==================== block 1
==> block_1/class_map.png <==
Fill, decap, tap and diode cells in gray.
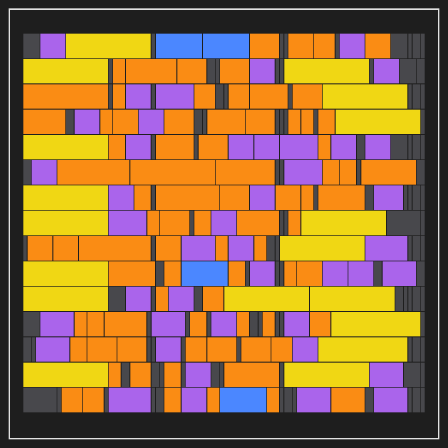

## config.mk

```make
export PLATFORM = sky130hd
export DESIGN_NAME = animation_scheduler
export DESIGN_NICKNAME = d
export VERILOG_FILES = /design/src/rtl/animation_scheduler.sv
export SDC_FILE = /design/constraint.sdc
export NUM_CORES = 1
export LEC_CHECK = 0
export CORE_UTILIZATION = 51
export CTS_BUF_LIST = sky130_fd_sc_hd__clkbuf_8
export CTS_CLUSTER_DIAMETER = 120
export CTS_CLUSTER_SIZE = 28
export DETAILED_ROUTE_END_ITERATION = 7
export HOLD_SLACK_MARGIN = 0.1
export PLACE_DENSITY_LB_ADDON = 0.1
export SETUP_SLACK_MARGIN = 0.1
export SLEW_MARGIN = 15
export SYNTH_ARGS = -nofsm -noshare
export SYNTH_HDL_FRONTEND = slang
export SYNTH_SLANG_ARGS = --single-unit
```

## constraint.sdc

```tcl
create_clock -name CLOCK -period 1.7 [get_ports CLOCK]
set_input_delay 0.34 -clock CLOCK [delete_from_list [all_inputs] [get_ports CLOCK]]
set_output_delay 0.34 -clock CLOCK [all_outputs]
set_load 0.005 [all_outputs]
```

## src/rtl/animation_scheduler.sv

```systemverilog
// Game-level sequencer: arbitrates goal/win/pause events into the LED
// animation mode, times each animation in ball ticks and gates ball motion.
module animation_scheduler #(
    parameter int unsigned GOAL_TICKS = 24,
    parameter int unsigned WIN_TICKS  = 12,
    parameter int unsigned CNT_W      = 8
) (
    input  logic       CLOCK,
    input  logic       RESET_N,
    input  logic       tick,
    input  logic       goal_req,
    input  logic       win_req,
    input  logic       pause_toggle,
    output logic [1:0] mode,
    output logic       anim_start,
    output logic       game_run,
    output logic       busy,
    output logic       restart
);

    typedef enum logic [2:0] {
        S_IDLE,
        S_PAUSE,
        S_GOAL,
        S_WIN,
        S_OVER
    } state_e;

    localparam logic [CNT_W-1:0] GOAL_LAST = CNT_W'(GOAL_TICKS - 1);
    localparam logic [CNT_W-1:0] WIN_LAST  = CNT_W'(WIN_TICKS - 1);

    state_e           state_q, state_d;
    logic [CNT_W-1:0] cnt_q, cnt_d;
    logic             goal_pend_q, goal_pend_d;
    logic [1:0]       mode_q, mode_d;
    logic             anim_start_q, anim_start_d;
    logic             game_run_q, game_run_d;
    logic             busy_q, busy_d;
    logic             restart_q, restart_d;
    logic             enter_anim;
    logic             pend_now;

    // Next state, counter and registered outputs derived from the next state.
    always_comb begin
        state_d     = state_q;
        cnt_d       = cnt_q;
        goal_pend_d = goal_pend_q;
        enter_anim  = 1'b0;
        restart_d   = 1'b0;
        pend_now    = goal_pend_q | goal_req;

        unique case (state_q)
            S_IDLE: begin
                if (win_req) begin
                    state_d    = S_WIN;
                    cnt_d      = '0;
                    enter_anim = 1'b1;
                end else if (goal_req) begin
                    state_d    = S_GOAL;
                    cnt_d      = '0;
                    enter_anim = 1'b1;
                end else if (pause_toggle) begin
                    state_d    = S_PAUSE;
                    cnt_d      = '0;
                    enter_anim = 1'b1;
                end
            end
            S_GOAL: begin
                if (win_req) begin
                    state_d     = S_WIN;
                    cnt_d       = '0;
                    goal_pend_d = 1'b0;
                    enter_anim  = 1'b1;
                end else begin
                    // A goal in the same cycle as the last tick still re-arms.
                    if (goal_req) goal_pend_d = 1'b1;
                    if (tick) begin
                        if (cnt_q == GOAL_LAST) begin
                            cnt_d = '0;
                            if (pend_now) begin
                                goal_pend_d = 1'b0;
                                enter_anim  = 1'b1;
                            end else begin
                                state_d = S_IDLE;
                            end
                        end else begin
                            cnt_d = cnt_q + CNT_W'(1);
                        end
                    end
                end
            end
            S_WIN: begin
                if (tick) begin
                    if (cnt_q == WIN_LAST) begin
                        state_d = S_OVER;
                        cnt_d   = '0;
                    end else begin
                        cnt_d = cnt_q + CNT_W'(1);
                    end
                end
            end
            S_OVER: begin
                if (pause_toggle) begin
                    state_d   = S_IDLE;
                    restart_d = 1'b1;
                end
            end
            S_PAUSE: begin
                if (pause_toggle) state_d = S_IDLE;
            end
            default: state_d = S_IDLE;
        endcase

        unique case (state_d)
            S_PAUSE: mode_d = 2'b01;
            S_GOAL:  mode_d = 2'b10;
            S_WIN:   mode_d = 2'b11;
            default: mode_d = 2'b00;
        endcase

        // Back-to-back entries collapse to a single start pulse.
        anim_start_d = enter_anim & ~anim_start_q;
        game_run_d   = (state_d == S_IDLE);
        busy_d       = (state_d != S_IDLE);
    end

    // State and output registers.
    always_ff @(posedge CLOCK or negedge RESET_N) begin
        if (!RESET_N) begin
            state_q      <= S_IDLE;
            cnt_q        <= '0;
            goal_pend_q  <= 1'b0;
            mode_q       <= 2'b00;
            anim_start_q <= 1'b0;
            game_run_q   <= 1'b1;
            busy_q       <= 1'b0;
            restart_q    <= 1'b0;
        end else begin
            state_q      <= state_d;
            cnt_q        <= cnt_d;
            goal_pend_q  <= goal_pend_d;
            mode_q       <= mode_d;
            anim_start_q <= anim_start_d;
            game_run_q   <= game_run_d;
            busy_q       <= busy_d;
            restart_q    <= restart_d;
        end
    end

    assign mode       = mode_q;
    assign anim_start = anim_start_q;
    assign game_run   = game_run_q;
    assign busy       = busy_q;
    assign restart    = restart_q;

endmodule

```

==================== block 2
[config.mk]
export PLATFORM = sky130hd
export DESIGN_NAME = synthesijer_mul_seq
export DESIGN_NICKNAME = d
export VERILOG_FILES = /design/src/rtl/synthesijer_mul_seq.sv
export SDC_FILE = /design/constraint.sdc
export NUM_CORES = 1
export LEC_CHECK = 0
export CORE_MARGIN = 8
export CORE_UTILIZATION = 25
export CTS_CLUSTER_DIAMETER = 100
export DETAILED_ROUTE_END_ITERATION = 16
export DONT_BUFFER_PORTS = 1
export PLACE_DENSITY = 0.47
export SYNTH_ARGS = -nofsm -noshare
export SYNTH_HDL_FRONTEND = slang
export SYNTH_SLANG_ARGS = --single-unit
[constraint.sdc]
create_clock -name clk -period 6.9 [get_ports clk]
set_clock_uncertainty 0.05 [all_clocks]
set_input_delay 1.035 -clock clk [delete_from_list [all_inputs] [get_ports clk]]
set_output_delay 1.035 -clock clk [all_outputs]
set_load 0.02 [all_outputs]
[src/rtl/synthesijer_mul_seq.sv]
// synthesijer_mul_seq
// Sequential integer multiplier returning the full 2*WIDTH-bit product.
// BITS_PER_CYCLE multiplier bits are retired on each cycle. A result is
// ready WIDTH/BITS_PER_CYCLE + 1 cycles after the operands are accepted.
//
// Parameters:
//   WIDTH          operand width in bits (>= 2)
//   BITS_PER_CYCLE multiplier bits retired per iteration (divides WIDTH)
//   SIGNED         1 = two's-complement operands/product, 0 = unsigned
//
// Ports:
//   clk        rising-edge clock
//   reset      asynchronous reset, active low
//   a, b       multiplicand / multiplier, sampled on an accepted nd
//   nd         new-data strobe, accepted only while busy = 0
//   result     low WIDTH bits of the last product (registered)
//   result_hi  high WIDTH bits of the last product (registered)
//   valid      one-cycle pulse when result/result_hi hold a new product
//   busy       high while an operation is running; nd is ignored then
module synthesijer_mul_seq #(
    parameter int WIDTH          = 32,
    parameter int BITS_PER_CYCLE = 1,
    parameter int SIGNED         = 1
) (
    input  logic             clk,
    input  logic             reset,
    input  logic [WIDTH-1:0] a,
    input  logic [WIDTH-1:0] b,
    input  logic             nd,
    output logic [WIDTH-1:0] result,
    output logic [WIDTH-1:0] result_hi,
    output logic             valid,
    output logic             busy
);

    localparam int ITER      = WIDTH / BITS_PER_CYCLE;
    localparam int CW        = (ITER > 1) ? $clog2(ITER) : 1;
    localparam int PW        = WIDTH + BITS_PER_CYCLE;
    localparam int AW        = 2 * WIDTH + BITS_PER_CYCLE;
    localparam bit IS_SIGNED = (SIGNED != 0);
    localparam logic [CW-1:0] CNT_LOAD = CW'(ITER - 1);

    typedef enum logic [0:0] {
        ST_IDLE = 1'b0,
        ST_RUN  = 1'b1
    } state_t;

    state_t               state_r;
    logic [CW-1:0]        cnt_r;
    logic [2*WIDTH-1:0]   acc_r;
    logic [WIDTH-1:0]     mcand_r;
    logic [WIDTH-1:0]     mplier_r;
    logic                 neg_r;

    logic [PW-1:0]        mc_ext_s;
    logic [PW-1:0]        pp_s;
    logic [AW-1:0]        sum_s;
    logic [2*WIDTH-1:0]   acc_next_s;
    logic [2*WIDTH-1:0]   prod_s;

    // Unsigned magnitude of an operand; the most negative value maps to
    // 2^(WIDTH-1), which still fits in WIDTH unsigned bits.
    function automatic logic [WIDTH-1:0] magnitude(input logic [WIDTH-1:0] v);
        if (IS_SIGNED && v[WIDTH-1]) begin
            magnitude = ~v + {{(WIDTH-1){1'b0}}, 1'b1};
        end else begin
            magnitude = v;
        end
    endfunction

    // Two's-complement negation over the full product width.
    function automatic logic [2*WIDTH-1:0] negate2w(input logic [2*WIDTH-1:0] v);
        negate2w = ~v + {{(2*WIDTH-1){1'b0}}, 1'b1};
    endfunction

    // One iteration: add the partial product into the top of the accumulator,
    // then shift the accumulator right. After ITER steps the low-order
    // partial products have been shifted down into their final position.
    always_comb begin
        mc_ext_s = {{BITS_PER_CYCLE{1'b0}}, mcand_r};
        pp_s     = {PW{1'b0}};
        for (int i = 0; i < BITS_PER_CYCLE; i++) begin
            pp_s = pp_s + (mplier_r[i] ? (mc_ext_s << i) : {PW{1'b0}});
        end
        sum_s      = {{BITS_PER_CYCLE{1'b0}}, acc_r} + {pp_s, {WIDTH{1'b0}}};
        acc_next_s = (2*WIDTH)'(sum_s >> BITS_PER_CYCLE);
        prod_s     = neg_r ? negate2w(acc_next_s) : acc_next_s;
    end

    // Control FSM, operand capture, iteration datapath and registered outputs.
    always_ff @(posedge clk or negedge reset) begin
        if (!reset) begin
            state_r   <= ST_IDLE;
            cnt_r     <= {CW{1'b0}};
            acc_r     <= {(2*WIDTH){1'b0}};
            mcand_r   <= {WIDTH{1'b0}};
            mplier_r  <= {WIDTH{1'b0}};
            neg_r     <= 1'b0;
            result    <= {WIDTH{1'b0}};
            result_hi <= {WIDTH{1'b0}};
            valid     <= 1'b0;
            busy      <= 1'b0;
        end else begin
            valid <= 1'b0;
            case (state_r)
                ST_IDLE: begin
                    if (nd) begin
                        mcand_r  <= magnitude(a);
                        mplier_r <= magnitude(b);
                        neg_r    <= IS_SIGNED ? (a[WIDTH-1] ^ b[WIDTH-1]) : 1'b0;
                        acc_r    <= {(2*WIDTH){1'b0}};
                        cnt_r    <= CNT_LOAD;
                        busy     <= 1'b1;
                        state_r  <= ST_RUN;
                    end else begin
                        busy     <= 1'b0;
                    end
                end
                ST_RUN: begin
                    acc_r    <= acc_next_s;
                    mplier_r <= mplier_r >> BITS_PER_CYCLE;
                    if (cnt_r == {CW{1'b0}}) begin
                        result    <= prod_s[WIDTH-1:0];
                        result_hi <= prod_s[2*WIDTH-1:WIDTH];
                        valid     <= 1'b1;
                        busy      <= 1'b0;
                        state_r   <= ST_IDLE;
                    end else begin
                        cnt_r     <= cnt_r - {{(CW-1){1'b0}}, 1'b1};
                    end
                end
                default: begin
                    busy    <= 1'b0;
                    state_r <= ST_IDLE;
                end
            endcase
        end
    end

endmodule

==> block_2/closeup.png <==
Bar = 20 um. Window x 35 to 85, y 35 to 85 um. Cells in gray, sequential cells in the stronger gray; small squares are vias.
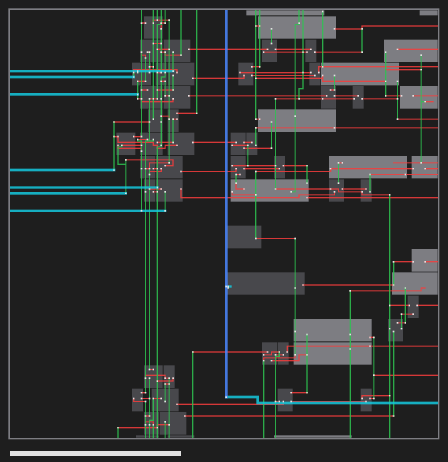
[blue] M4
[red] M1
[green] M2
[cyan] M3
most frequent: nand2_1 (14), o21ai_0 (11), dfrtp_1 (9)
cells with their middle in the window: 52
sequential cells in the window: 9
netlist names of flops here include: `mcand_r` (8), `acc_r` (1)

==> qor.txt, block 2 <==
status: completed
Worst Setup End Kind: register
largest net degree at the start of global routing: 201
Crit path largest cell delay: 0.68 ns
P_clk: 1030 uW
Reg-to-Reg Start: mplier_r[0]
Final Wtd Congestion: 0.8681
Cell Chain, Critical Path: and2_1 > ha_1 > fa_1 > a211oi_2 > o21a_1 > xnor2_1 > a221oi_1 > o2111ai_1 > nor4_2 > nand4_1 > or2_1 > o31a_1 > or3_1
max reg flops: 63
Syn Nets: 1569
Clk pwr share: 18.2%
minimum clock period: 4.861 ns
Crit Path Max Fanout: 33
Worst path depth: 13
count of non-CTS buffers in the layout: 6
first-pass GRT wire length: 56770 um
Max VDD drop: 231.4 uV
Worst Setup EP: result_hi[31]
Tool Warnings: 29
Non-clk invs: 17
Flops: 200
top cell category: logic gates
clk buf depth: 2
XORs/XNORs by Area: 9.268%
clk root buf: clkbuf_16
Placed Cells: 2051
met1 GRT Util: 17.27%
Clock buffer cells: 18
Comb power frac: 39.7%
row count: 81
IO Pins: 133
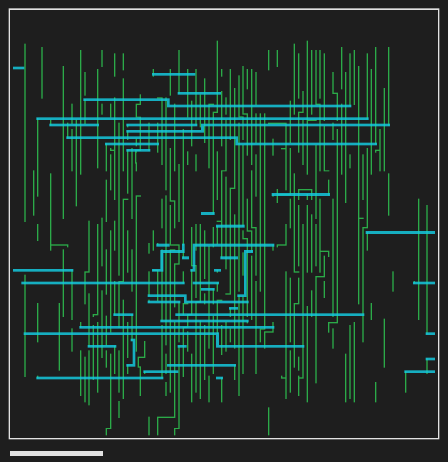
(block_1/layers.png)
Bar = 10 um. Two of the layers only.
[green] M2 | wire length: 1520 um
[cyan] M3 | wire length: 364 um

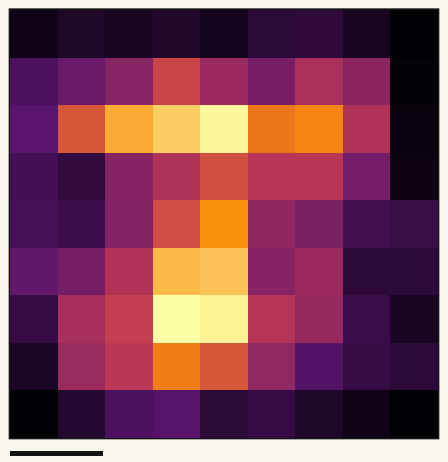
(block_1/route_heat.png)
Bar = 10 um. The die is cut into 9 by 9 equal tiles; black is low, pale yellow is high, scaled to the fullest tile. Values are wire area over tile area, all layers added.
nearly empty tiles: 4.9%
densest ninth of the die: center
tiles over half the peak: 21%
fullest tile: 0.78
emptiest ninth of the die: south-east
mean over tiles: 0.26

## Picture notes: block_1/class_map.png
[yellow] registers | cells: 18 | share of their area: 30%
[purple] remaining buffers and delay cells | cells: 43 | share of their area: 24%
[orange] remaining logic cells | cells: 81 | share of their area: 43%
[blue] clock drivers and dummy loads | cells: 4 | share of their area: 3.6%

==> qor.txt, block 1 <==
post-cts resize count: 17
failing checks: setup timing
# setup viols final: 7
Nets: 154
minimum clock period: 1.827 ns
die area: 0.002118 sq mm
most numerous logic cells after layout: buf_4, dfrtp_1, nand2_1, clkdlybuf4s50_1
ys flop type: dfrtp_1
Compound Share, Synth: 23.67%
met3 Resource Use GR: 3.571%
initial antenna violation count: 0
status: finished, violations left
crit path DAT: 1.97 ns
Comb/total area: 40.81%
Max Fclk: 547.4 MHz
Synth async-reset ratio: 100.0%
IO Pins: 12
Clk pwr share: 13.8%
number of global-route vias before repair: 890
R2R cell count: 7
total global-route track usage: 27.48%
yosys warns: 0
max reg flops: 8
tap cells: 25
Final WS setup: -0.1267 ns
yosys cell count: 101
clk buf depth: 2

## Gallery

Sequential cells colored by netlist name.
panel A
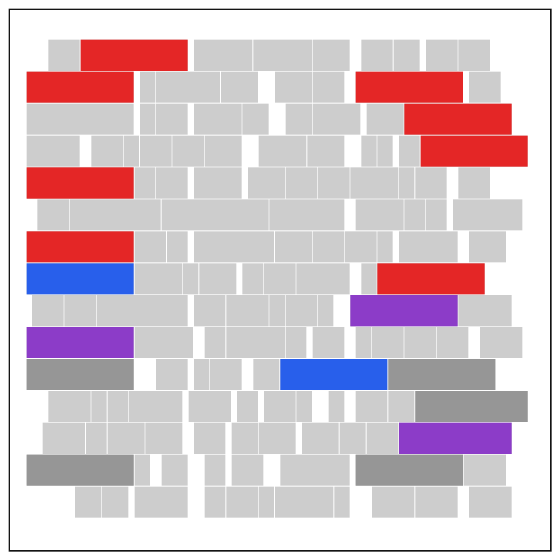
panel B
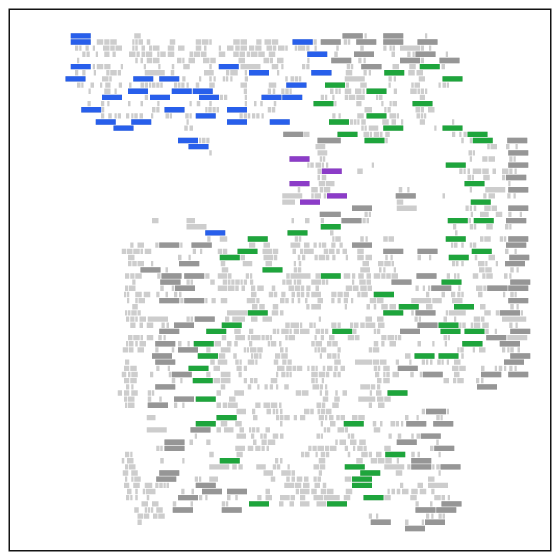
Panel A is block 1.
Panel B is block 2.
- most sequential cells: panel B
- most cells: panel B


==================== block 3
==> block_3/route_heat.png <==
Bar = 20 um. The die is cut into 17 by 14 equal tiles; black is low, pale yellow is high, scaled to the fullest tile. Values are wire area over tile area, all layers added.
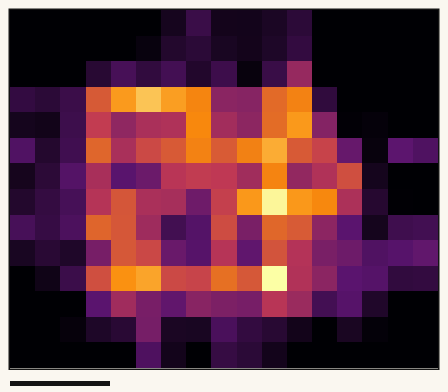

$ cat src/rtl/serial_addsub.sv
// serial_addsub: bit-serial WIDTH-bit adder/subtractor.
//
// One full-adder cell plus a carry flop produce one result bit per clock,
// LSB first. Operands enter through an in_valid/in_ready handshake and the
// result leaves through an out_valid/out_ready handshake.
//
// Handshake semantics (both sides): a transfer happens on a rising clk edge
// where valid and ready are both high; the producer holds valid until that
// edge. in_ready is high only in IDLE, and out_valid is high only in DONE, so
// the two are never high together.
//
// Ports:
//   clk        rising-edge clock
//   rst_n      synchronous active-low reset
//   in_valid   operand pair valid
//   in_ready   block can accept operands (IDLE and out of reset)
//   op_a/op_b  operands
//   sub        0: A+B, 1: A-B (computed as A + ~B + 1)
//   out_valid  result valid (DONE)
//   out_ready  consumer accepts result
//   result     sum/difference modulo 2^WIDTH
//   cout       carry out of the MSB (for sub, 1 = no borrow)
//   ovf        signed overflow (carry into MSB xor carry out of MSB)
//   dbg_state  current FSM state, for debug observation
module serial_addsub #(
  parameter int WIDTH = 8
) (
  input  logic             clk,
  input  logic             rst_n,
  input  logic             in_valid,
  output logic             in_ready,
  input  logic [WIDTH-1:0] op_a,
  input  logic [WIDTH-1:0] op_b,
  input  logic             sub,
  output logic             out_valid,
  input  logic             out_ready,
  output logic [WIDTH-1:0] result,
  output logic             cout,
  output logic             ovf,
  output logic [1:0]       dbg_state
);

  localparam int CW = $clog2(WIDTH + 1);
  localparam logic [CW-1:0] CNT_LAST = CW'(WIDTH);
  localparam logic [CW-1:0] CNT_MSB  = CW'(WIDTH - 1);
  localparam logic [CW-1:0] CNT_PRE  = CW'(WIDTH - 2);

  typedef enum logic [1:0] {
    IDLE = 2'd0,
    RUN  = 2'd1,
    DONE = 2'd2
  } state_t;

  state_t           state, state_next;
  logic [WIDTH-1:0] a_q, b_q, result_q;
  logic [CW-1:0]    count_q;
  logic             carry_q, c_msb_q, cout_q, ovf_q;
  logic             sum_bit, carry_next;

  // Single full-adder cell working on the current LSBs.
  assign sum_bit    = a_q[0] ^ b_q[0] ^ carry_q;
  assign carry_next = (a_q[0] & b_q[0]) | (a_q[0] & carry_q) | (b_q[0] & carry_q);

  always_comb begin
    state_next = state;
    case (state)
      IDLE:    if (in_valid)              state_next = RUN;
      // count saturates at WIDTH once all bits are done; that extra cycle
      // hands over to DONE.
      RUN:     if (count_q == CNT_LAST)   state_next = DONE;
      DONE:    if (out_ready)             state_next = IDLE;
      default:                            state_next = IDLE;
    endcase
  end

  always_ff @(posedge clk) begin
    if (!rst_n) begin
      state    <= IDLE;
      a_q      <= '0;
      b_q      <= '0;
      result_q <= '0;
      count_q  <= '0;
      carry_q  <= 1'b0;
      c_msb_q  <= 1'b0;
      cout_q   <= 1'b0;
      ovf_q    <= 1'b0;
    end else begin
      state <= state_next;
      case (state)
        IDLE: begin
          if (in_valid) begin
            a_q     <= op_a;
            // Subtraction is A + ~B + 1: invert B and seed the carry with 1.
            b_q     <= op_b ^ {WIDTH{sub}};
            carry_q <= sub;
            count_q <= '0;
          end
        end
        RUN: begin
          if (count_q != CNT_LAST) begin
            result_q <= {sum_bit, result_q[WIDTH-1:1]};
            a_q      <= a_q >> 1;
            b_q      <= b_q >> 1;
            carry_q  <= carry_next;
            count_q  <= count_q + CW'(1);
            // Carry out of bit WIDTH-2 is the carry into the MSB.
            if (count_q == CNT_PRE) c_msb_q <= carry_next;
            if (count_q == CNT_MSB) begin
              cout_q <= carry_next;
              ovf_q  <= c_msb_q ^ carry_next;
            end
          end
        end
        default: ;
      endcase
    end
  end

  assign in_ready  = rst_n && (state == IDLE);
  assign out_valid = (state == DONE);
  assign result    = result_q;
  assign cout      = cout_q;
  assign ovf       = ovf_q;
  assign dbg_state = state;

endmodule
$ cat config.mk
export PLATFORM = sky130hd
export DESIGN_NAME = serial_addsub
export DESIGN_NICKNAME = d
export VERILOG_FILES = /design/src/rtl/serial_addsub.sv
export SDC_FILE = /design/constraint.sdc
export NUM_CORES = 1
export LEC_CHECK = 0
export CORE_ASPECT_RATIO = 0.8
export CORE_MARGIN = 8
export CORE_UTILIZATION = 46
export DETAILED_ROUTE_END_ITERATION = 12
export GPL_ROUTABILITY_DRIVEN = 0
export PLACE_DENSITY_LB_ADDON = 0.2
export REMOVE_ABC_BUFFERS = 1
export SYNTH_ARGS = -nofsm -noshare
export SYNTH_HDL_FRONTEND = slang
export SYNTH_SLANG_ARGS = --single-unit
$ cat constraint.sdc
create_clock -name clk -period 1.6 [get_ports clk]
set_clock_uncertainty 0.2 [all_clocks]
set_input_delay 0.48 -clock clk [delete_from_list [all_inputs] [get_ports clk]]
set_output_delay 0.48 -clock clk [all_outputs]
set_load 0.05 [all_outputs]
==================== block 4
===== config.mk =====
export PLATFORM = sky130hd
export DESIGN_NAME = modmod_addsub_serial
export DESIGN_NICKNAME = d
export VERILOG_FILES = /design/src/rtl/modmod_addsub_serial.sv
export SDC_FILE = /design/constraint.sdc
export NUM_CORES = 2
export LEC_CHECK = 0
export CORE_AREA = 5 5 405 407
export CTS_CLUSTER_DIAMETER = 150
export DETAILED_ROUTE_END_ITERATION = 7
export DIE_AREA = 0 0 410 412
export PLACE_DENSITY = 0.86
export SYNTH_ARGS = -nofsm -noshare
export SYNTH_HDL_FRONTEND = slang
export SYNTH_SLANG_ARGS = --single-unit

===== constraint.sdc =====
create_clock -name clk -period 69.3 [get_ports clk]
set_input_delay 10.395 -clock clk [delete_from_list [all_inputs] [get_ports clk]]
set_output_delay 10.395 -clock clk [all_outputs]
set_load 0.02 [all_outputs]

===== src/rtl/modmod_addsub_serial.sv =====
// Limb-serial modular adder/subtractor: (a + b) mod p or (a - b) mod p.
// One D-bit limb per clock, LSB limb first. Two chains run side by side:
// the primary chain computes the raw sum/difference S, and the secondary
// chain computes the corrected value T (S - p for add, S + p for sub). The
// final chain flags pick S or T when the result register is loaded.
//
// state | meaning
// ------+-----------------------------------------------------------
// IDLE  | in_ready high, waiting for an operand handshake
// CALC  | one limb per cycle for N cycles, both chains advancing
// DONE  | result/out_valid held until the consumer takes them
module modmod_addsub_serial #(
    parameter int W = 256,
    parameter int D = 64
) (
    input  logic         clk,
    input  logic         rst,
    input  logic         in_valid,
    output logic         in_ready,
    input  logic         op,
    input  logic [W-1:0] a,
    input  logic [W-1:0] b,
    input  logic [W-1:0] p,
    output logic         out_valid,
    input  logic         out_ready,
    output logic [W-1:0] result
);

    localparam int N  = W / D;
    localparam int CW = (N > 1) ? $clog2(N) : 1;

    typedef enum logic [1:0] {IDLE, CALC, DONE} state_t;

    state_t         state, state_nx;
    logic [W-1:0]   a_r, b_r, p_r, s_r, t_r, result_r;
    logic           op_r, c_r, bw_r;
    logic [CW-1:0]  cnt;

    logic [D-1:0]   a_k, b_k, p_k, s_k, t_k;
    logic [D:0]     prim, sec;
    logic           c_nx, bw_nx, sel_nx, last;
    logic [W-1:0]   s_full, t_full;

    assign in_ready  = (state == IDLE);
    assign out_valid = (state == DONE);
    assign result    = result_r;
    assign last      = (cnt == CW'(N - 1));

    // Limb arithmetic for the current counter position. The D+1 bit
    // intermediates carry the chain-out bit in their MSB; for a difference
    // that MSB is set exactly when the true value went negative.
    always_comb begin
        a_k    = a_r[cnt*D +: D];
        b_k    = b_r[cnt*D +: D];
        p_k    = p_r[cnt*D +: D];
        prim   = '0;
        sec    = '0;
        c_nx   = c_r;
        bw_nx  = bw_r;
        sel_nx = 1'b0;
        if (!op_r) begin
            prim   = {1'b0, a_k} + {1'b0, b_k} + {{D{1'b0}}, c_r};
            sec    = {1'b0, prim[D-1:0]} - {1'b0, p_k} - {{D{1'b0}}, bw_r};
            c_nx   = prim[D];
            bw_nx  = sec[D];
            // sum >= p when the raw sum overflowed W bits or S - p did not borrow
            sel_nx = prim[D] | ~sec[D];
        end else begin
            prim   = {1'b0, a_k} - {1'b0, b_k} - {{D{1'b0}}, bw_r};
            sec    = {1'b0, prim[D-1:0]} + {1'b0, p_k} + {{D{1'b0}}, c_r};
            bw_nx  = prim[D];
            c_nx   = sec[D];
            // a < b: wrap back into range by adding p
            sel_nx = prim[D];
        end
        s_k    = prim[D-1:0];
        t_k    = sec[D-1:0];
        s_full = s_r;
        t_full = t_r;
        s_full[cnt*D +: D] = s_k;
        t_full[cnt*D +: D] = t_k;
    end

    // Control state register.
    always_ff @(posedge clk) begin
        if (rst) state <= IDLE;
        else     state <= state_nx;
    end

    // Next-state logic; in_valid only matters in IDLE.
    always_comb begin
        state_nx = state;
        case (state)
            IDLE:    if (in_valid)  state_nx = CALC;
            CALC:    if (last)      state_nx = DONE;
            DONE:    if (out_ready) state_nx = IDLE;
            default:                state_nx = IDLE;
        endcase
    end

    // Operand capture, limb-serial accumulation and result load. The result
    // is loaded on the final limb from the merged S/T images so out_valid
    // and result appear together on entry to DONE.
    always_ff @(posedge clk) begin
        if (rst) begin
            cnt      <= '0;
            c_r      <= 1'b0;
            bw_r     <= 1'b0;
            result_r <= '0;
        end else begin
            case (state)
                IDLE: begin
                    if (in_valid) begin
                        a_r  <= a;
                        b_r  <= b;
                        p_r  <= p;
                        op_r <= op;
                        cnt  <= '0;
                        c_r  <= 1'b0;
                        bw_r <= 1'b0;
                    end
                end
                CALC: begin
                    s_r  <= s_full;
                    t_r  <= t_full;
                    c_r  <= c_nx;
                    bw_r <= bw_nx;
                    if (last) result_r <= sel_nx ? t_full : s_full;
                    else      cnt      <= cnt + CW'(1);
                end
                default: ;
            endcase
        end
    end

endmodule


==================== block 5
[src/rtl/apxoa_pkg.sv]
// Shared constants and helper functions for the approximate-compressor final-add stage.
package apxoa_pkg;

  localparam int unsigned APXOA_W_DEF     = 16;
  localparam int unsigned APXOA_CNT_W_DEF = 16;
  // Widest error vector the popcount helper handles (callers zero-extend into it).
  localparam int unsigned POP_MAX_W       = 64;

  function automatic logic [31:0] popcount(input logic [POP_MAX_W-1:0] v);
    logic [31:0] n;
    n = '0;
    for (int i = 0; i < int'(POP_MAX_W); i++) begin
      n = n + {31'd0, v[i]};
    end
    return n;
  endfunction

  // Adds and clamps to the largest value representable in w bits (w <= 32).
  function automatic logic [31:0] sat_add(input logic [31:0] a, input logic [31:0] b,
                                          input int unsigned w);
    logic [32:0] s;
    logic [32:0] lim;
    s   = {1'b0, a} + {1'b0, b};
    lim = (33'd1 << w) - 33'd1;
    return (s > lim) ? lim[31:0] : s[31:0];
  endfunction

endpackage

[src/rtl/apxoa_final_add_csa3.sv]
// N-bit 3:2 carry-save row: a + b + c == s + (c_o << 1). Pure combinational.
module apxoa_csa3 #(
  parameter int unsigned N = 18
) (
  input  logic [N-1:0] a_i,
  input  logic [N-1:0] b_i,
  input  logic [N-1:0] c_i,
  output logic [N-1:0] s_o,
  output logic [N-1:0] c_o
);

  genvar gi;
  generate
    for (gi = 0; gi < int'(N); gi++) begin : g_fa
      assign s_o[gi] = a_i[gi] ^ b_i[gi] ^ c_i[gi];
      assign c_o[gi] = (a_i[gi] & b_i[gi]) | (a_i[gi] & c_i[gi]) | (b_i[gi] & c_i[gi]);
    end
  endgenerate

endmodule

[src/rtl/apxoa_final_add.sv]
// Two-stage final adder (CSA then CPA) for the compressor row, with valid/ready
// handshake and saturating error statistics counters.
module apxoa_final_add
  import apxoa_pkg::*;
#(
  parameter int unsigned W     = APXOA_W_DEF,
  parameter int unsigned CNT_W = APXOA_CNT_W_DEF
) (
  input  logic             clk,
  input  logic             rst_n,
  input  logic             in_valid,
  output logic             in_ready,
  input  logic [W-1:0]     sum_vec,
  input  logic [W-1:0]     carry_vec,
  input  logic [W-1:0]     err_vec,
  input  logic             comp_en,
  output logic             out_valid,
  input  logic             out_ready,
  output logic [W+2:0]     result,
  output logic             out_err,
  input  logic             clr_stats,
  output logic [CNT_W-1:0] sample_cnt,
  output logic [CNT_W-1:0] err_col_cnt,
  output logic [CNT_W-1:0] err_beat_cnt
);

  localparam int unsigned SW = W + 2;

  logic          adv1, adv2, accept;
  logic          v1_q, v1_d, v2_q, v2_d;
  logic [SW-1:0] op_a, op_b, op_c, csa_s, csa_c;
  logic [SW-1:0] s1_q, s1_d, c1_q, c1_d;
  logic          err1_q, err1_d;
  logic [W+2:0]  res_q, res_d;
  logic          err2_q, err2_d;

  // Stage 2 drains or is empty -> stage 1 may move; in_ready follows out_ready combinationally.
  assign adv2     = ~v2_q | out_ready;
  assign adv1     = ~v1_q | adv2;
  assign in_ready = adv1;
  assign accept   = in_valid & adv1;

  // Carry and compensation columns both carry weight 2^(i+1).
  assign op_a = {2'b00, sum_vec};
  assign op_b = {1'b0, carry_vec, 1'b0};
  assign op_c = comp_en ? {1'b0, err_vec, 1'b0} : '0;

  apxoa_csa3 #(.N(SW)) u_csa (
    .a_i (op_a),
    .b_i (op_b),
    .c_i (op_c),
    .s_o (csa_s),
    .c_o (csa_c)
  );

  always_comb begin
    v1_d   = v1_q;
    s1_d   = s1_q;
    c1_d   = c1_q;
    err1_d = err1_q;
    v2_d   = v2_q;
    res_d  = res_q;
    err2_d = err2_q;
    if (adv1) begin
      v1_d = in_valid;
      if (in_valid) begin
        s1_d   = csa_s;
        c1_d   = csa_c;
        err1_d = |err_vec;
      end
    end
    // Result only changes on a real transfer, so it holds across idle cycles.
    if (adv2) begin
      v2_d = v1_q;
      if (v1_q) begin
        res_d  = {1'b0, s1_q} + {c1_q, 1'b0};
        err2_d = err1_q;
      end
    end
  end

  always_ff @(posedge clk) begin
    if (!rst_n) begin
      v1_q   <= 1'b0;
      s1_q   <= '0;
      c1_q   <= '0;
      err1_q <= 1'b0;
      v2_q   <= 1'b0;
      res_q  <= '0;
      err2_q <= 1'b0;
    end else begin
      v1_q   <= v1_d;
      s1_q   <= s1_d;
      c1_q   <= c1_d;
      err1_q <= err1_d;
      v2_q   <= v2_d;
      res_q  <= res_d;
      err2_q <= err2_d;
    end
  end

  assign out_valid = v2_q;
  assign result    = res_q;
  assign out_err   = err2_q;

  logic [CNT_W-1:0] samp_q, samp_d, col_q, col_d, beat_q, beat_d;
  logic [31:0]      samp_sum, col_sum, beat_sum, err_pop;

  assign err_pop  = popcount({{(POP_MAX_W - W){1'b0}}, err_vec});
  assign samp_sum = sat_add(32'(samp_q), 32'd1, CNT_W);
  assign col_sum  = sat_add(32'(col_q), err_pop, CNT_W);
  assign beat_sum = sat_add(32'(beat_q), {31'd0, |err_vec}, CNT_W);

  // Clear has priority over a beat accepted in the same cycle.
  always_comb begin
    samp_d = samp_q;
    col_d  = col_q;
    beat_d = beat_q;
    if (clr_stats) begin
      samp_d = '0;
      col_d  = '0;
      beat_d = '0;
    end else if (accept) begin
      samp_d = samp_sum[CNT_W-1:0];
      col_d  = col_sum[CNT_W-1:0];
      beat_d = beat_sum[CNT_W-1:0];
    end
  end

  always_ff @(posedge clk) begin
    if (!rst_n) begin
      samp_q <= '0;
      col_q  <= '0;
      beat_q <= '0;
    end else begin
      samp_q <= samp_d;
      col_q  <= col_d;
      beat_q <= beat_d;
    end
  end

  assign sample_cnt   = samp_q;
  assign err_col_cnt  = col_q;
  assign err_beat_cnt = beat_q;

endmodule

[config.mk]
export PLATFORM = sky130hd
export DESIGN_NAME = apxoa_final_add
export DESIGN_NICKNAME = d
export VERILOG_FILES = /design/src/rtl/apxoa_pkg.sv /design/src/rtl/apxoa_final_add_csa3.sv /design/src/rtl/apxoa_final_add.sv
export SDC_FILE = /design/constraint.sdc
export NUM_CORES = 1
export LEC_CHECK = 0
export CORE_MARGIN = 3
export CORE_UTILIZATION = 37
export CTS_BUF_LIST = sky130_fd_sc_hd__clkbuf_8 sky130_fd_sc_hd__clkbuf_16
export CTS_CLUSTER_DIAMETER = 200
export DETAILED_ROUTE_END_ITERATION = 12
export GPL_TIMING_DRIVEN = 0
export SLEW_MARGIN = 20
export SYNTH_ARGS = -nofsm -noshare
export SYNTH_HDL_FRONTEND = slang
export SYNTH_SLANG_ARGS = --single-unit
[constraint.sdc]
create_clock -name clk -period 9.4 [get_ports clk]
set_clock_uncertainty 0.2 [all_clocks]
set_input_delay 2.35 -clock clk [delete_from_list [all_inputs] [get_ports clk]]
set_output_delay 2.35 -clock clk [all_outputs]
set_load 0.05 [all_outputs]
==================== block 6
### src/rtl/mem_arbiter_pkg.sv
// mem_arbiter_pkg
//   Shared types and helpers for the instruction/data memory-port arbiter.
//   arb_state_t : arbiter FSM states (IDLE, I_BUSY, D_BUSY)
//   owner_t     : which requester won arbitration (OWN_I, OWN_D)
//   pick_inst_word : selects the 32-bit instruction word out of a 64-bit beat
package mem_arbiter_pkg;

  typedef enum logic [1:0] {
    IDLE   = 2'd0,
    I_BUSY = 2'd1,
    D_BUSY = 2'd2
  } arb_state_t;

  typedef enum logic {
    OWN_I = 1'b0,
    OWN_D = 1'b1
  } owner_t;

  localparam int INST_W   = 32;
  // Streak counter is 4 bits wide, enough for MAX_D_STREAK up to 15.
  localparam int STREAK_W = 4;

  // Byte address bit 2 chooses the upper or lower instruction in a 64-bit beat.
  function automatic logic [INST_W-1:0] pick_inst_word(input logic [63:0] beat,
                                                       input logic        hi);
    return hi ? beat[63:32] : beat[31:0];
  endfunction

endpackage

### src/rtl/mem_arbiter_timer.sv
// arb_timer
//   Watchdog for an outstanding memory request.
//   clk, rst : clock and synchronous active-high reset
//   clear    : zero the count (pulsed on every grant)
//   enable   : one cycle of m_req high is being spent
//   expired  : the count reaches TIMEOUT at the end of this enabled cycle,
//              i.e. this is the TIMEOUT-th cycle of the request
module arb_timer #(
  parameter int TIMEOUT = 255
) (
  input  logic clk,
  input  logic rst,
  input  logic clear,
  input  logic enable,
  output logic expired
);

  localparam int CNT_W = $clog2(TIMEOUT + 1);

  logic [CNT_W-1:0] count_reg;
  logic [CNT_W-1:0] count_next;

  // count_reg holds the number of request cycles already completed; the cycle
  // in progress takes it to count_next. Saturates so it can never wrap.
  always_comb begin
    count_next = count_reg;
    if (enable && (count_reg != CNT_W'(TIMEOUT))) begin
      count_next = count_reg + 1'b1;
    end
  end

  always_ff @(posedge clk) begin
    if (rst || clear) begin
      count_reg <= '0;
    end else begin
      count_reg <= count_next;
    end
  end

  assign expired = enable && (count_next == CNT_W'(TIMEOUT));

endmodule

### src/rtl/mem_arbiter.sv
// mem_arbiter
//   Shares one memory port between instruction fetch and data access.
//   One transaction is outstanding at a time; data normally wins, but after
//   MAX_D_STREAK consecutive data grants with a fetch waiting, the fetch wins.
//   A watchdog aborts a request that sees no m_ack within TIMEOUT cycles.
//   Ports:
//     clk, rst                 : clock, synchronous active-high reset
//     i_req/i_addr             : fetch request (held until i_gnt)
//     i_gnt                    : fetch accepted (combinational, IDLE only)
//     i_rvalid/i_rdata/i_err   : fetch completion pulse, word, timeout flag
//     d_req/d_we/d_addr/d_wdata: data request (held until d_gnt)
//     d_gnt                    : data accepted (combinational, IDLE only)
//     d_rvalid/d_rdata/d_err   : data completion pulse, load data, timeout flag
//     m_req/m_we/m_addr/m_wdata: memory request, held until ack or timeout
//     m_ack/m_rdata            : memory completion, read data same cycle
//   DATA_W must be at least 64 (instruction words come from bits 63:0).
module mem_arbiter
  import mem_arbiter_pkg::*;
#(
  parameter int ADDR_W       = 64,
  parameter int DATA_W       = 64,
  parameter int MAX_D_STREAK = 4,
  parameter int TIMEOUT      = 255
) (
  input  logic              clk,
  input  logic              rst,
  input  logic              i_req,
  input  logic [ADDR_W-1:0] i_addr,
  output logic              i_gnt,
  output logic              i_rvalid,
  output logic [31:0]       i_rdata,
  output logic              i_err,
  input  logic              d_req,
  input  logic              d_we,
  input  logic [ADDR_W-1:0] d_addr,
  input  logic [DATA_W-1:0] d_wdata,
  output logic              d_gnt,
  output logic              d_rvalid,
  output logic [DATA_W-1:0] d_rdata,
  output logic              d_err,
  output logic              m_req,
  output logic              m_we,
  output logic [ADDR_W-1:0] m_addr,
  output logic [DATA_W-1:0] m_wdata,
  input  logic              m_ack,
  input  logic [DATA_W-1:0] m_rdata
);

  arb_state_t state_reg;
  arb_state_t state_next;

  logic [STREAK_W-1:0] streak_reg;
  logic [STREAK_W-1:0] streak_next;
  logic                streak_full;

  owner_t winner;
  logic   grant;
  logic   busy;
  logic   expired;
  logic   finish;

  logic              m_req_reg;
  logic              m_we_reg;
  logic [ADDR_W-1:0] m_addr_reg;
  logic [DATA_W-1:0] m_wdata_reg;
  logic              i_hi_reg;

  logic              i_rvalid_reg;
  logic              i_err_reg;
  logic [31:0]       i_rdata_reg;
  logic              d_rvalid_reg;
  logic              d_err_reg;
  logic [DATA_W-1:0] d_rdata_reg;

  // ---------------------------------------------------------------- watchdog
  arb_timer #(
    .TIMEOUT(TIMEOUT)
  ) u_timer (
    .clk    (clk),
    .rst    (rst),
    .clear  (grant),
    .enable (m_req_reg),
    .expired(expired)
  );

  assign busy   = (state_reg != IDLE);
  // An ack in the TIMEOUT-th cycle still completes normally; the error path
  // below only looks at expired when m_ack is low.
  assign finish = busy && (m_ack || expired);

  // ------------------------------------------------------ FSM: state register
  always_ff @(posedge clk) begin
    if (rst) begin
      state_reg <= IDLE;
    end else begin
      state_reg <= state_next;
    end
  end

  // ---------------------------------------------------- FSM: next-state logic
  always_comb begin
    state_next = state_reg;
    case (state_reg)
      IDLE: begin
        if (grant) begin
          state_next = (winner == OWN_D) ? D_BUSY : I_BUSY;
        end
      end
      I_BUSY, D_BUSY: begin
        if (m_ack || expired) begin
          state_next = IDLE;
        end
      end
      default: state_next = IDLE;
    endcase
  end

  // -------------------------------------------------- FSM: output/arbitration
  always_comb begin
    streak_full = (streak_reg == STREAK_W'(MAX_D_STREAK));
    // Data wins unless a fetch has been starved for a full streak.
    if (d_req && !(i_req && streak_full)) begin
      winner = OWN_D;
    end else begin
      winner = OWN_I;
    end
    // Grants are suppressed during reset so nothing is handed out that the
    // reset would then discard.
    grant = (state_reg == IDLE) && !rst && (i_req || d_req);
    i_gnt = grant && (winner == OWN_I);
    d_gnt = grant && (winner == OWN_D);
  end

  // Streak only grows while a fetch is actually waiting behind the data grant.
  always_comb begin
    streak_next = streak_reg;
    if (i_gnt) begin
      streak_next = '0;
    end else if (d_gnt) begin
      if (!i_req) begin
        streak_next = '0;
      end else if (!streak_full) begin
        streak_next = streak_reg + 1'b1;
      end
    end
  end

  // ------------------------------------------- request and response datapath
  always_ff @(posedge clk) begin
    if (rst) begin
      streak_reg   <= '0;
      m_req_reg    <= 1'b0;
      m_we_reg     <= 1'b0;
      m_addr_reg   <= '0;
      m_wdata_reg  <= '0;
      i_hi_reg     <= 1'b0;
      i_rvalid_reg <= 1'b0;
      i_err_reg    <= 1'b0;
      i_rdata_reg  <= '0;
      d_rvalid_reg <= 1'b0;
      d_err_reg    <= 1'b0;
      d_rdata_reg  <= '0;
    end else begin
      streak_reg   <= streak_next;
      i_rvalid_reg <= 1'b0;
      i_err_reg    <= 1'b0;
      d_rvalid_reg <= 1'b0;
      d_err_reg    <= 1'b0;

      if (grant) begin
        m_req_reg <= 1'b1;
        if (winner == OWN_D) begin
          m_addr_reg  <= d_addr;
          m_we_reg    <= d_we;
          m_wdata_reg <= d_wdata;
        end else begin
          m_addr_reg  <= i_addr;
          m_we_reg    <= 1'b0;
          m_wdata_reg <= '0;
          i_hi_reg    <= i_addr[2];
        end
      end else if (finish) begin
        m_req_reg <= 1'b0;
      end

      if (finish) begin
        if (state_reg == I_BUSY) begin
          i_rvalid_reg <= 1'b1;
          i_err_reg    <= !m_ack;
          i_rdata_reg  <= m_ack ? pick_inst_word(m_rdata[63:0], i_hi_reg) : 32'd0;
        end else begin
          d_rvalid_reg <= 1'b1;
          d_err_reg    <= !m_ack;
          // Stores leave the last load result in place.
          if (!m_ack) begin
            d_rdata_reg <= '0;
          end else if (!m_we_reg) begin
            d_rdata_reg <= m_rdata;
          end
        end
      end
    end
  end

  assign m_req    = m_req_reg;
  assign m_we     = m_we_reg;
  assign m_addr   = m_addr_reg;
  assign m_wdata  = m_wdata_reg;
  assign i_rvalid = i_rvalid_reg;
  assign i_err    = i_err_reg;
  assign i_rdata  = i_rdata_reg;
  assign d_rvalid = d_rvalid_reg;
  assign d_err    = d_err_reg;
  assign d_rdata  = d_rdata_reg;

endmodule

### config.mk
export PLATFORM = sky130hd
export DESIGN_NAME = mem_arbiter
export DESIGN_NICKNAME = d
export VERILOG_FILES = /design/src/rtl/mem_arbiter_pkg.sv /design/src/rtl/mem_arbiter_timer.sv /design/src/rtl/mem_arbiter.sv
export SDC_FILE = /design/constraint.sdc
export NUM_CORES = 1
export LEC_CHECK = 0
export ABC_AREA = 1
export CORE_AREA = 2 2 192 194
export CTS_CLUSTER_SIZE = 25
export DETAILED_ROUTE_END_ITERATION = 10
export DIE_AREA = 0 0 194 196
export PLACE_DENSITY = 0.7
export SLEW_MARGIN = 30
export SYNTH_ARGS = -nofsm -noshare
export SYNTH_HDL_FRONTEND = slang
export SYNTH_HIERARCHICAL = 1
export SYNTH_SLANG_ARGS = --single-unit
export TNS_END_PERCENT = 30
### constraint.sdc
create_clock -name clk -period 2 [get_ports clk]
set_input_delay 0.3 -clock clk [delete_from_list [all_inputs] [get_ports clk]]
set_output_delay 0.3 -clock clk [all_outputs]
set_load 0.02 [all_outputs]
==> block_4/route_heat.png <==
Bar = 100 um. The die is cut into 20 by 21 equal tiles; black is low, pale yellow is high, scaled to the fullest tile. Values are wire area over tile area, all layers added.
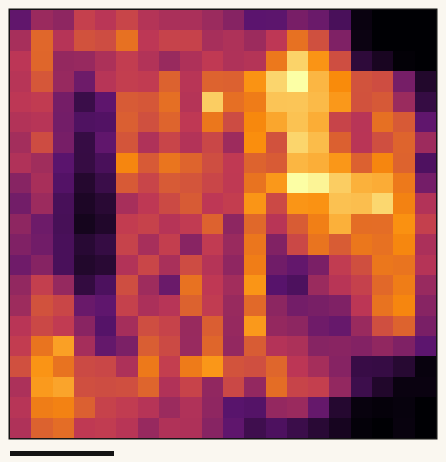
emptiest ninth of the die: south-east
densest ninth of the die: east
nearly empty tiles: 3.1%
fullest tile: 0.63

==> qor.txt, block 4 <==
DR pass1 iterations: 8
hold depth: 2
Antenna Cells: 29
vias post-DR: 64170
Design Area, Final: 0.09809 sq mm
worst slack at placement: 53.54 ns
Synth area leader: edfxtp_1
CTS Buf Count: 156
P_int: 2025 uW
clk sinks: 1543
Metal-1 WL: 109400 um
met2 wire length: 136000 um
Final WS setup: 54.24 ns
setup TNS: 0 ns
Max VDD drop: 32.08 uV
fa+ha+maj area frac: 6.098%
clk ins delay skew pair: 0.83 ns
Crit path max-delay family: buffers and inverters
clk buf depth: 3
Cell Chain, Critical Path: clkdlybuf4s50_1 > nor3_2 > buf_4 > buf_12 > buf_4 > buf_4 > buf_4
row count: 147
most numerous logic cells after layout: edfxtp_1, clkdlybuf4s50_1, inv_1, nand2_1, o21ai_0
Crit Path Max Fanout: 150
Clock buf/inv share: 5.276%
Clock buffer cells: 207
most used cell, CP: buf_4
Layout area overhead: 21.40%
slew margin rel.: 11.04%
clk root buf: clkbuf_16
drt drc: 2
Syn Std Cell Area: 0.08080 sq mm
slew at the pin with the worst max-slew slack: 1.297 ns
ys flop type: edfxtp_1
CTS Hold Bufs: 0
# setup viols final: 0
Net Sw Frac: 40.95%
Synth Instances: 6775
Pleak: 0.03509 uW
status: finished, violations left
failing checks: DRC
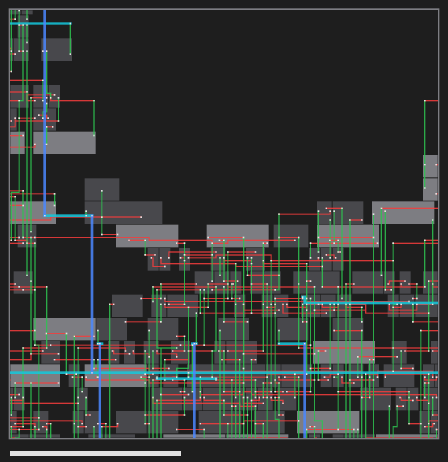
(block_6/closeup.png)
Bar = 20 um. Window x 24 to 74, y 24 to 74 um. Cells in gray, sequential cells in the stronger gray; small squares are vias.
[green] M2
[blue] M4
[red] M1
[cyan] M3
netlist names of flops here include: `m_addr` (11)
sequential cells in the window: 11
cells with their middle in the window: 102
most frequent: nand2_1 (24), clkdlybuf4s50_1 (22), nand3_1 (19)

==> qor.txt, block 6 <==
slew at the pin with the worst max-slew slack: 0.8540 ns
met3 Resource Use GR: 4.091%
Nets: 2194
Worst Hold End: d_rdata[61]
die area: 0.03802 sq mm
most numerous logic cells after layout: clkdlybuf4s50_1, nand2_1, dfxtp_1, nand3_1, inv_1
worst slack at placement: -0.3607 ns
Die X-Extent: 194 um
Worst Setup EP: d_rdata[21]
Synth async-reset ratio: 0%
hold depth: 3
yosys warns: 6
Top pwr grp: the clock network
IO Pins: 494
top cells by count: nand2_1, dfxtp_1, nand3_1
setup slack, reg-to-reg: -0.27 ns
top cells, area: dfxtp_1, nand2_1, nand3_1
hold crit path type: input port to register
Final WS setup: -0.2679 ns
failing checks: setup timing
drt drc: 0
Pleak: 0.006970 uW
grt peak-use layer: met2
initial antenna violation count: 2
# setup viols final: 101
Synth Instances: 1445
status: finished, violations left
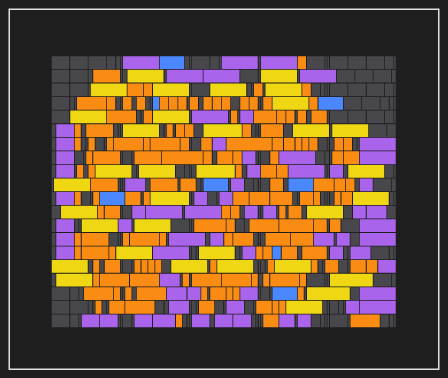
(block_3/class_map.png)
Fill, decap, tap and diode cells in gray.
[blue] clock drivers and dummy loads | cells: 8 | share of their area: 3.3%
[purple] remaining buffers and delay cells | cells: 66 | share of their area: 29%
[yellow] registers | cells: 34 | share of their area: 25%
[orange] remaining logic cells | cells: 154 | share of their area: 42%

About block_3/route_heat.png:
mean over tiles: 0.12
nearly empty tiles: 28%
emptiest ninth of the die: north-east
fullest tile: 0.49
densest ninth of the die: center

==> qor.txt, block 3 <==
status: finished, violations left
Synth Instances: 202
P_int: 1485 uW
Clock buf/inv share: 3.236%
Final WS setup: -0.1361 ns
Max Fclk: 576.0 MHz
Synth area leader: dfxtp_1
Clk pwr share: 31.8%
Setup CP Type: register to output port
number of buffers added on ports: 34
slew margin rel.: 79.23%
number of synthesized flops with an enable pin: 0
crit path DAT: 1.06 ns
slowest library cell on the worst path: dfxtp_4
failing checks: setup timing
IO Pins: 35
# setup viols final: 3
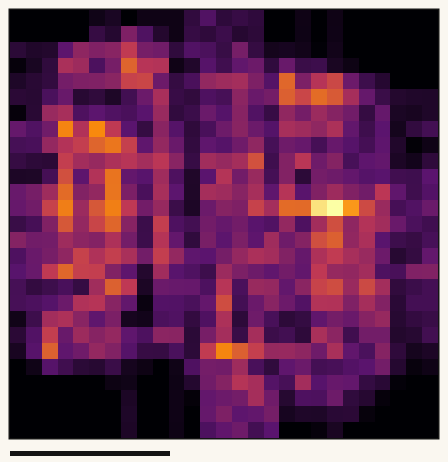
(block_5/route_heat.png)
Bar = 50 um. The die is cut into 27 by 27 equal tiles; black is low, pale yellow is high, scaled to the fullest tile. Values are wire area over tile area, all layers added.
tiles over half the peak: 8.6%
nearly empty tiles: 15%
mean over tiles: 0.17
fullest tile: 0.67

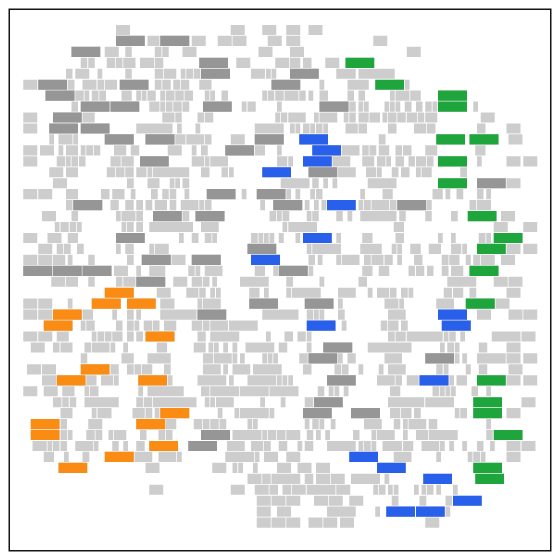
(block_5/ff_map.png)
[green] `result` | flops: 19
[orange] `sample_cnt` | flops: 16
[blue] `s1_q` | flops: 17

==> qor.txt, block 5 <==
ys flop type: dfxtp_1
Final Wtd Congestion: 0.8928
met2 wire length: 8374 um
status: completed
XORs/XNORs by Area: 1.297%
Antenna Cells: 0
Clk pwr share: 35.5%
Crit Path Max Fanout: 6
Pre-Place Util: 37.98%
IO Pins: 124
Area after DPL: 0.007579 sq mm
slowest library cell on the worst path: clkdlybuf4s50_1
total global-route track usage: 20.38%
reg-to-reg critical path endpoint: err_col_cnt[3]
comb_multi_in: 535
final core utilization: 49.59%
fa+ha+maj area frac: 15.19%
Worst Setup EP: err_col_cnt[3]
Top cell area share: 34.26%

==> gallery <==
Cell outlines without signal wires.
Plate I
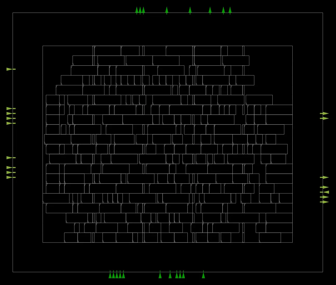
Plate II
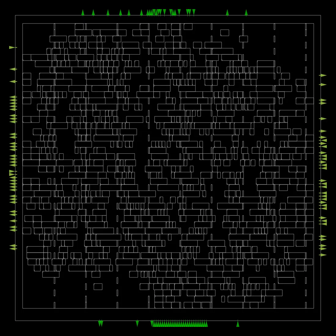
Plate III
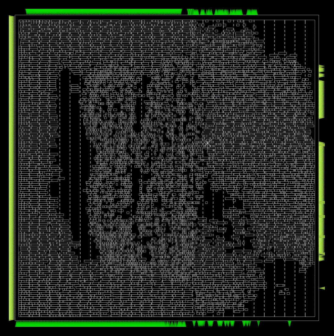
Plate IV
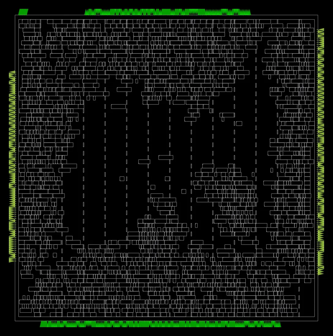
Of these, most sequential cells: Plate III
Of these, highest utilization: Plate I
block 4: Plate III
block 5: Plate II
block 3: Plate I
block 6: Plate IV



==> gallery <==
Cells colored by class.
Fill, decap, tap and diode cells in gray.
shot_01.png
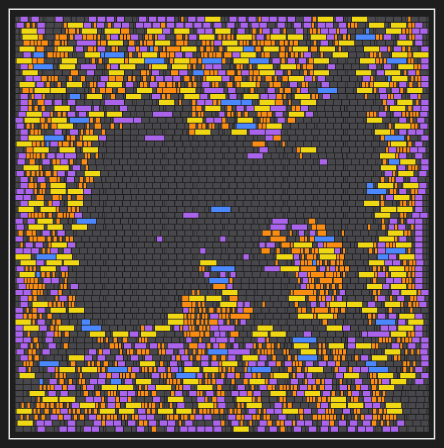
shot_02.png
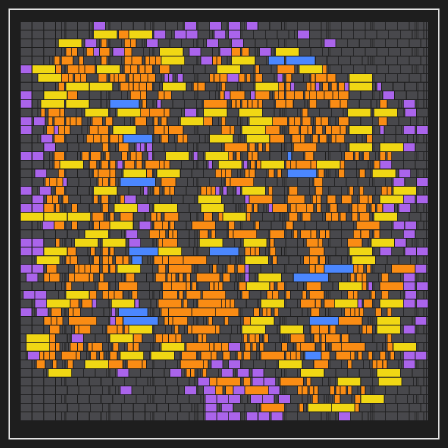
shot_03.png
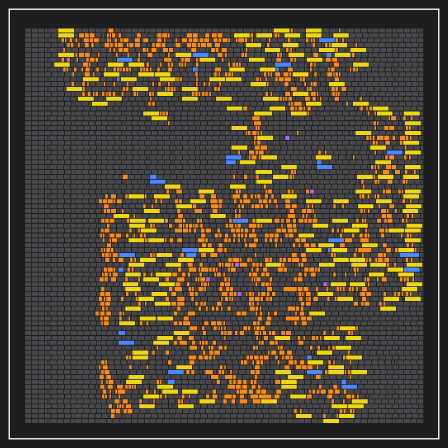
shot_04.png
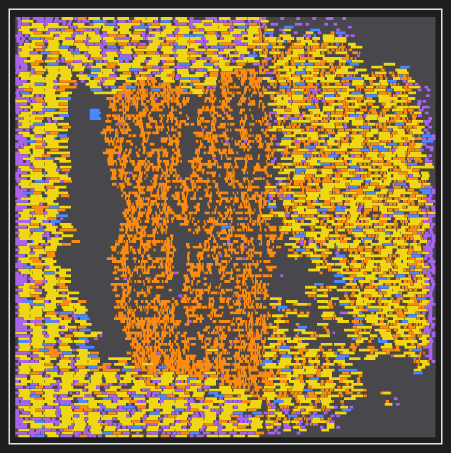
| picture | from |
|---|---|
| shot_03.png | block 2 |
| shot_01.png | block 6 |
| shot_04.png | block 4 |
| shot_02.png | block 5 |
The one with the most sequential cells is shot_04.png.
The one with the highest utilization is shot_04.png.

Key to shot_03.png:
[purple] remaining buffers and delay cells | cells: 6 | share of their area: 0.35%
[orange] remaining logic cells | cells: 1181 | share of their area: 56%
[blue] clock drivers and dummy loads | cells: 32 | share of their area: 4.6%
[yellow] registers | cells: 200 | share of their area: 39%

Power is estimated from default activity; no workload was simulated.
